# design 1

--- config.mk ---
export PLATFORM = sky130hd
export DESIGN_NAME = apb_master_bridge
export DESIGN_NICKNAME = d
export VERILOG_FILES = /design/src/rtl/apb_master_bridge.sv
export SDC_FILE = /design/constraint.sdc
export NUM_CORES = 1
export LEC_CHECK = 0
export CORE_MARGIN = 10
export CORE_UTILIZATION = 43
export DETAILED_ROUTE_END_ITERATION = 16
export PLACE_DENSITY_LB_ADDON = 0.12
export SLEW_MARGIN = 20
export SYNTH_ARGS = -nofsm -noshare
export SYNTH_HDL_FRONTEND = slang
export SYNTH_SLANG_ARGS = --single-unit
--- constraint.sdc ---
create_clock -name PCLK -period 4.7 [get_ports PCLK]
set_input_delay 0.94 -clock PCLK [delete_from_list [all_inputs] [get_ports PCLK]]
set_output_delay 0.94 -clock PCLK [all_outputs]
set_load 0.005 [all_outputs]
--- src/rtl/apb_master_bridge.sv ---
// Upstream single-beat request to AMBA APB master bridge.
// It decodes the slave from the address and aborts on a wait-state timeout.
module apb_master_bridge #(
    parameter int unsigned DATA_WIDTH      = 32,
    parameter int unsigned ADDR_WIDTH      = 32,
    parameter int unsigned NO_SLAVES       = 1,
    parameter int unsigned SLAVE_SPAN_BITS = 12,
    parameter int unsigned TIMEOUT_CYCLES  = 16
) (
    input  logic                  PCLK,
    input  logic                  PRESETn,
    input  logic                  req_valid,
    output logic                  req_ready,
    input  logic                  req_write,
    input  logic [ADDR_WIDTH-1:0] req_addr,
    input  logic [DATA_WIDTH-1:0] req_wdata,
    output logic                  rsp_valid,
    output logic [DATA_WIDTH-1:0] rsp_rdata,
    output logic                  rsp_err,
    output logic [NO_SLAVES-1:0]  PSELx,
    output logic                  PENABLE,
    output logic [ADDR_WIDTH-1:0] PADDR,
    output logic                  PWRITE,
    output logic [DATA_WIDTH-1:0] PWDATA,
    input  logic [DATA_WIDTH-1:0] PRDATA,
    input  logic                  PREADY,
    input  logic                  PSLVERR
);

    localparam int unsigned CNT_W   = (TIMEOUT_CYCLES == 0) ? 1 : $clog2(TIMEOUT_CYCLES + 1);
    localparam int unsigned TO_LAST = (TIMEOUT_CYCLES == 0) ? 0 : TIMEOUT_CYCLES - 1;
    localparam bit          TO_EN   = (TIMEOUT_CYCLES != 0);

    typedef enum logic [1:0] {
        IDLE   = 2'd0,
        SETUP  = 2'd1,
        ACCESS = 2'd2
    } state_t;

    state_t                state;
    logic [CNT_W-1:0]      wait_cnt;
    logic [ADDR_WIDTH-1:0] slave_idx_c;
    logic                  hit_c;
    logic [NO_SLAVES-1:0]  sel_c;
    logic                  timeout_c;

    // Address decode to a one-hot slave select.
    always_comb begin
        slave_idx_c = req_addr >> SLAVE_SPAN_BITS;
        hit_c       = (slave_idx_c < ADDR_WIDTH'(NO_SLAVES));
        sel_c       = '0;
        for (int unsigned i = 0; i < NO_SLAVES; i++) begin
            sel_c[i] = (slave_idx_c == ADDR_WIDTH'(i));
        end
    end

    // The current low-PREADY cycle is the last one allowed when the count
    // of earlier wait states has reached TIMEOUT_CYCLES-1.
    assign timeout_c = TO_EN && (wait_cnt == CNT_W'(TO_LAST));

    always_ff @(posedge PCLK or negedge PRESETn) begin
        if (!PRESETn) begin
            state     <= IDLE;
            req_ready <= 1'b1;
            PSELx     <= '0;
            PENABLE   <= 1'b0;
            PADDR     <= '0;
            PWRITE    <= 1'b0;
            PWDATA    <= '0;
            rsp_valid <= 1'b0;
            rsp_rdata <= '0;
            rsp_err   <= 1'b0;
            wait_cnt  <= '0;
        end else begin
            rsp_valid <= 1'b0;
            rsp_err   <= 1'b0;
            rsp_rdata <= '0;
            case (state)
                IDLE: begin
                    if (req_valid) begin
                        PWRITE <= req_write;
                        PADDR  <= req_addr;
                        PWDATA <= req_wdata;
                        if (hit_c) begin
                            state     <= SETUP;
                            PSELx     <= sel_c;
                            req_ready <= 1'b0;
                            wait_cnt  <= '0;
                        end else begin
                            rsp_valid <= 1'b1;
                            rsp_err   <= 1'b1;
                        end
                    end
                end
                SETUP: begin
                    state   <= ACCESS;
                    PENABLE <= 1'b1;
                end
                ACCESS: begin
                    if (PREADY) begin
                        state     <= IDLE;
                        PSELx     <= '0;
                        PENABLE   <= 1'b0;
                        req_ready <= 1'b1;
                        rsp_valid <= 1'b1;
                        rsp_err   <= PSLVERR;
                        rsp_rdata <= PWRITE ? '0 : PRDATA;
                    end else if (timeout_c) begin
                        state     <= IDLE;
                        PSELx     <= '0;
                        PENABLE   <= 1'b0;
                        req_ready <= 1'b1;
                        rsp_valid <= 1'b1;
                        rsp_err   <= 1'b1;
                    end else if (wait_cnt != '1) begin
                        wait_cnt <= wait_cnt + CNT_W'(1);
                    end
                end
                default: begin
                    state     <= IDLE;
                    PSELx     <= '0;
                    PENABLE   <= 1'b0;
                    req_ready <= 1'b1;
                end
            endcase
        end
    end

endmodule

# design 2

<file path="config.mk">
export PLATFORM = sky130hd
export DESIGN_NAME = booth_multiplier_r4
export DESIGN_NICKNAME = d
export VERILOG_FILES = /design/src/rtl/booth_pkg.sv /design/src/rtl/booth_r4_recoder.sv /design/src/rtl/booth_multiplier_r4.sv
export SDC_FILE = /design/constraint.sdc
export NUM_CORES = 1
export LEC_CHECK = 0
export CAP_MARGIN = 20
export CORE_ASPECT_RATIO = 1.2
export CORE_MARGIN = 3
export CORE_UTILIZATION = 50
export DETAILED_ROUTE_END_ITERATION = 12
export GPL_TIMING_DRIVEN = 0
export PLACE_DENSITY = 0.71
export SYNTH_ARGS = -nofsm -noshare
export SYNTH_HDL_FRONTEND = slang
export SYNTH_SLANG_ARGS = --single-unit
</file>
<file path="constraint.sdc">
create_clock -name clk -period 7.58 [get_ports clk]
set_clock_uncertainty 0.15 [all_clocks]
set_input_delay 0.758 -clock clk [delete_from_list [all_inputs] [get_ports clk]]
set_output_delay 0.758 -clock clk [all_outputs]
set_load 0.02 [all_outputs]
</file>
<file path="src/rtl/booth_pkg.sv">
`default_nettype none
// ============================================================================
//  Module      : booth_pkg
//  Description : Shared constants and helpers for the radix-4 Booth multiplier:
//                FSM state encoding, Booth digit encoding, triplet recoding
//                and iteration count selection.
//  Revision    : 1.0 - initial release
// ============================================================================
package booth_pkg;

    // FSM state encoding
    localparam logic [1:0] c_ST_IDLE = 2'd0;
    localparam logic [1:0] c_ST_RUN  = 2'd1;
    localparam logic [1:0] c_ST_DONE = 2'd2;

    // Booth digit encoding: bit 2 is the sign, bits 1:0 the magnitude
    localparam logic [2:0] c_DIG_ZERO = 3'b000;
    localparam logic [2:0] c_DIG_P1   = 3'b001;
    localparam logic [2:0] c_DIG_P2   = 3'b010;
    localparam logic [2:0] c_DIG_M1   = 3'b101;
    localparam logic [2:0] c_DIG_M2   = 3'b110;

    // Map a {y[2i+1], y[2i], y[2i-1]} triplet onto its radix-4 digit
    function automatic logic [2:0] booth_digit(input logic [2:0] triplet);
        logic [2:0] dig;
        case (triplet)
            3'b001, 3'b010: dig = c_DIG_P1;
            3'b011:         dig = c_DIG_P2;
            3'b100:         dig = c_DIG_M2;
            3'b101, 3'b110: dig = c_DIG_M1;
            default:        dig = c_DIG_ZERO;
        endcase
        return dig;
    endfunction

    // Unsigned operands need one extra step so the zero-extension bits are
    // recoded; otherwise a set MSB would be read as a negative weight.
    function automatic int unsigned iter_count(input int unsigned width,
                                               input logic        signed_mode);
        return signed_mode ? (width / 2) : (width / 2 + 1);
    endfunction

endpackage : booth_pkg
`default_nettype wire

</file>
<file path="src/rtl/booth_r4_recoder.sv">
`default_nettype none
// ============================================================================
//  Module      : booth_r4_recoder
//  Description : Combinational radix-4 Booth recoder. Turns a multiplier
//                triplet and the extended multiplicand into a partial product
//                plus a negate carry-in (negative digits are one's complement
//                here; the carry completes the two's complement downstream).
//  Revision    : 1.0 - initial release
// ============================================================================
module booth_r4_recoder
    import booth_pkg::*;
#(
    parameter int E_WIDTH = 8
) (
    input  logic [2:0]         i_triplet,
    input  logic [E_WIDTH-1:0] i_mcand,
    output logic [E_WIDTH:0]   o_pp,
    output logic               o_neg
);

    logic [2:0]       w_digit;
    logic [E_WIDTH:0] w_x1;
    logic [E_WIDTH:0] w_x2;

    assign w_digit = booth_digit(i_triplet);
    assign w_x1    = {i_mcand[E_WIDTH-1], i_mcand};
    assign w_x2    = {i_mcand, 1'b0};

    // Select the digit multiple; negative digits invert and request a carry
    always_comb begin
        o_pp  = '0;
        o_neg = 1'b0;
        case (w_digit)
            c_DIG_P1: o_pp = w_x1;
            c_DIG_P2: o_pp = w_x2;
            c_DIG_M1: begin
                o_pp  = ~w_x1;
                o_neg = 1'b1;
            end
            c_DIG_M2: begin
                o_pp  = ~w_x2;
                o_neg = 1'b1;
            end
            default: begin
                o_pp  = '0;
                o_neg = 1'b0;
            end
        endcase
    end

endmodule : booth_r4_recoder
`default_nettype wire

</file>
<file path="src/rtl/booth_multiplier_r4.sv">
`default_nettype none
// ============================================================================
//  Module      : booth_multiplier_r4
//  Description : Iterative radix-4 Booth multiplier with start/busy/done
//                handshake and per-operation signed/unsigned mode. Retires
//                two multiplier bits per cycle into a 2*(WIDTH+2) accumulator.
//  Revision    : 1.0 - initial release
// ============================================================================
module booth_multiplier_r4 #(
    parameter int WIDTH = 6
) (
    input  logic                 clk,
    input  logic                 reset,
    input  logic                 start,
    input  logic                 signed_mode,
    input  logic [WIDTH-1:0]     x,
    input  logic [WIDTH-1:0]     y,
    output logic                 busy,
    output logic                 done,
    output logic [2*WIDTH-1:0]   product
);

    import booth_pkg::*;

    localparam int c_E     = WIDTH + 2;
    localparam int c_ACC_W = 2 * c_E;
    localparam int c_CNT_W = $clog2(WIDTH / 2 + 2);

    logic [1:0]           r_state;
    logic [1:0]           w_next_state;
    logic [c_E-1:0]       r_xe;
    logic [c_E:0]         r_ysh;
    logic                 r_signed;
    logic [c_CNT_W-1:0]   r_cnt;
    logic [c_ACC_W-1:0]   r_acc;
    logic [2*WIDTH-1:0]   r_product;
    logic                 r_done;

    logic [c_E-1:0]       w_xe;
    logic [c_E-1:0]       w_ye;
    logic [c_E:0]         w_pp;
    logic                 w_neg;
    logic [c_ACC_W-1:0]   w_addend;
    logic [c_ACC_W-1:0]   w_acc_next;
    logic                 w_last;
    logic                 w_accept;

    // Operands widened by two bits: sign copies in signed mode, zeros otherwise
    assign w_xe = {{2{signed_mode & x[WIDTH-1]}}, x};
    assign w_ye = {{2{signed_mode & y[WIDTH-1]}}, y};

    assign w_accept = (r_state == c_ST_IDLE) && start;
    assign w_last   = (r_cnt == c_CNT_W'(iter_count(WIDTH, r_signed) - 1));

    // Low three bits of the shifting multiplier always hold the current triplet
    booth_r4_recoder #(
        .E_WIDTH (c_E)
    ) u_recoder (
        .i_triplet (r_ysh[2:0]),
        .i_mcand   (r_xe),
        .o_pp      (w_pp),
        .o_neg     (w_neg)
    );

    // Sign-extend, fold in the negate carry, then weight by 4^step
    assign w_addend   = ({{(c_ACC_W - c_E - 1){w_pp[c_E]}}, w_pp} + c_ACC_W'(w_neg))
                        << {r_cnt, 1'b1 ^ 1'b1};
    assign w_acc_next = r_acc + w_addend;

    // State register
    always_ff @(posedge clk) begin
        if (reset) begin
            r_state <= c_ST_IDLE;
        end else begin
            r_state <= w_next_state;
        end
    end

    // Next-state logic: IDLE -> RUN on start, RUN -> DONE after last step, DONE -> IDLE
    always_comb begin
        w_next_state = r_state;
        case (r_state)
            c_ST_IDLE: if (start)  w_next_state = c_ST_RUN;
            c_ST_RUN:  if (w_last) w_next_state = c_ST_DONE;
            c_ST_DONE: w_next_state = c_ST_IDLE;
            default:   w_next_state = c_ST_IDLE;
        endcase
    end

    // Datapath: latch operands on accept, accumulate one digit per RUN cycle,
    // publish the product together with the done pulse on the final step
    always_ff @(posedge clk) begin
        if (reset) begin
            r_xe      <= '0;
            r_ysh     <= '0;
            r_signed  <= 1'b0;
            r_cnt     <= '0;
            r_acc     <= '0;
            r_product <= '0;
            r_done    <= 1'b0;
        end else begin
            r_done <= (r_state == c_ST_RUN) && w_last;
            if (w_accept) begin
                r_xe     <= w_xe;
                r_ysh    <= {w_ye, 1'b0};
                r_signed <= signed_mode;
                r_cnt    <= '0;
                r_acc    <= '0;
            end else if (r_state == c_ST_RUN) begin
                r_acc <= w_acc_next;
                r_ysh <= r_ysh >> 2;
                r_cnt <= r_cnt + 1'b1;
                if (w_last) begin
                    r_product <= w_acc_next[2*WIDTH-1:0];
                end
            end
        end
    end

    assign busy    = (r_state != c_ST_IDLE);
    assign done    = r_done;
    assign product = r_product;

endmodule : booth_multiplier_r4
`default_nettype wire

</file>
==> design_2/detail.png <==
Window x 0 to 40, y 50 to 90 um. Cells in gray, sequential cells in the stronger gray; small squares are vias.
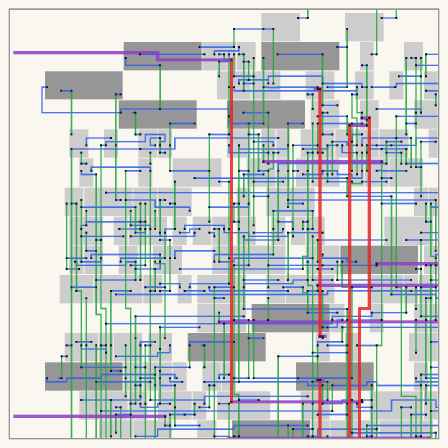
Key: metal 3 = purple; metal 2 = green; metal 1 = blue; metal 4 = red
Netlist names of flops here include r_acc (7), product (3). Most frequent: nand2_1 (19), a21oi_1 (13), dfxtp_1 (11). Sequential cells in the window: 11. 119 logic cells have their middle in the window.

==> flow_summary.yaml, design 2 <==
# generated from flow reports
yosys:
  syn_avg_cell_area_um2: 7.51
  yosysWarnings: 0
  simple_gate_area_share_pct: 25.0
  async_flop_share_pct: 0
  area_leaders: "dfxtp_1 (29%), nand2_1 (10%), a21oi_1 (7.8%)"
  netlist_area_um2: 3140
  xor_area_share_pct: 5.86
final_layout:
  layout.cells.most_common: "nand2_1"
worst_setup_path:
  cp_data_required_time_ps: 7660
  start_kind: "flop"
placed_design:
  postPlaceCellArea_um2: 3520
  pre_cts_ws_ps: 1870
  post-dp-hpwl_um: 5950
floorplan:
  coreArea_um2: 6050
power_and_ir_drop:
  power.leakage_uw: 0.00129
  powerComb_uw: 98.1
  maxPowerGroup: "sequential cells"
drt:
  finalWirelength_um: 7660
outcome:
  status: "complete, no violations"
grt:
  overflow: 0
  use_met3_pct: 3.21
clocking:
  path_clk_slew_ps: 90
sta:
  worstMarginPinSlew_ps: 511
design 2: critical path, stage by stage (launching register included):
cell and delay (ps):
dfxtp_1 380, inv_1 80, ha_1 250, mux2_2 280, ha_1 350, clkbuf_1 240, nor2_1 150, ha_1 220
ha_1 230, inv_1 70, nor3_1 390, mux2_2 390, o32a_1 340, inv_1 80, nor2_1 40, a211oi_1 320
ha_1 340, inv_1 70, o21bai_1 70, a21oi_1 240, o21ai_0 120, a21oi_1 220, o21ai_0 210, or3_1 390
o211ai_1 80
design 2: state kept, by name, indices dropped and copies added (netlist names):
signal    cells
done          1
product      12
r_state       2
r_cnt         3
r_acc        12
r_ysh         8
r_signed      1
r_xe          7
design 2: cell usage after synthesis (5+ instances only):
cell      instances
nand2_1          84
a21oi_1          49
dfxtp_1          46
nor2_1           31
clkbuf_1         22
ha_1             19
xnor2_1          18
nor3_1           16
inv_1            15
o21ai_0           9
a22oi_1           7
nand3_1           6
o211ai_1          6
a211oi_1          5
a31oi_1           5
and2_1            5
==> design_1/detail.png <==
Window x 9 to 49, y 68 to 108 um. Cells in gray, sequential cells in the stronger gray; small squares are vias.
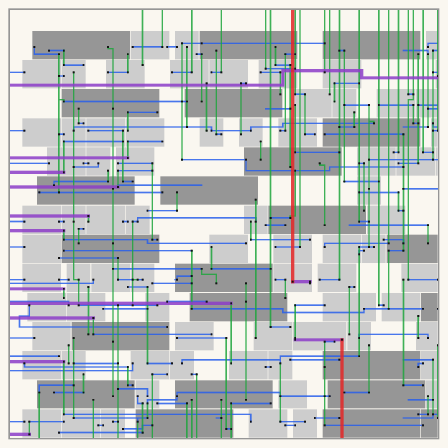
Key: metal 2 = green; metal 3 = purple; metal 4 = red; metal 1 = blue
Sequential cells in the window: 21. Most frequent: clkdlybuf4s50_1 (42), and2_1 (23), dfrtp_1 (21). 89 logic cells have their middle in the window. Netlist names of flops here include rsp_rdata (21).

==> flow_summary.yaml, design 1 <==
# generated from flow reports
final_layout:
  drive_gt1_share_pct: 5.45
  largest_cell_class: "sequential cells"
  finalInstanceArea_um2: 6450
  clockNetworkAreaShare_pct: 3.13
  nClkBuffers: 11
  sh_comb_area_pct: 20.0
sta:
  finalClockPeriodUsage_pct: 52.6
  rsz0062_at_grt: "no"
  finalSetupTns_ps: 0
hold_path:
  min_to: "PWDATA[28]$_DFFE_PN0P_"
  holdPathStages: 2
power_and_ir_drop:
  power_uw: 1870
  intPower_uw: 1430
  power.leakage_uw: 0.00308
floorplan:
  die-area_um2: 13900
clocking:
  insertion_delay_ps: 350
  path_clk_slew_ps: 90
yosys:
  synthCells: 401
  synth_flops: 109
grt:
  grt_start_max_net_pins: 80
  antenna_found_initial: 0
drt:
  postRouteAntennaNets: 0
  wl_per_cell_um: 16.2
outcome:
  status: "complete, no violations"
==> design 1: logic make-up after synthesis <==
group	Yosys count	synth area share, %
adders and majority gates	3	0.915
buffers and inverters	20	2.16
muxes	3	0.884
and+or+nand+nor	250	26.6
DFF	109	66.5
AOI/OAI and AO/OA	16	2.93
==> design 1: synthesized netlist by cell type (all sizes together) <==
master,number,area (um^2)
nand2,199,747
dfrtp,108,2700
and2,33,206
buf,11,55.1
clkbuf,6,22.5
nor4,5,50.1
o21ai,5,25.0
nor2,4,17.5
a21oi,3,15.0
ha,3,37.5
inv,3,11.3
mux2,2,26.3
nor3,2,10.0
nor3b,2,25.0
o21a,2,15.0
a21boi,1,7.51
a21o,1,7.51
a221oi,1,26.3
a31o,1,8.76
a31oi,1,6.26
a41oi,1,8.76
and3,1,6.26
dfstp,1,26.3
mux2i,1,10.0
nand2b,1,6.26
nand3,1,10.0
nand3b,1,7.51
or3,1,6.26
==> design 1: metal layers <==
layer  vias to the layer above  track usage (%)  part of all wire, %
met5                         -                0                    0
met4                         0             5.72                  1.8
met3                        14             4.99                  7.5
met2                       124             28.6                   49
met1                      1562             20.9                   41
li1                       1635                -                    -


==> screenshots <==
The clock network.
image #1
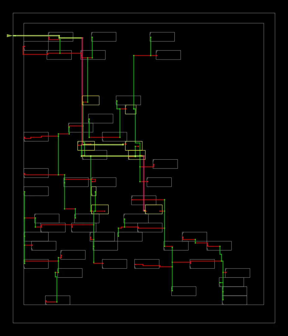
image #2
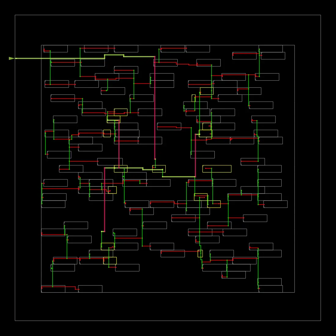
- design 2 = image #1
- design 1 = image #2
Of these, most sequential cells: image #2
Of these, most clock buffers: image #2

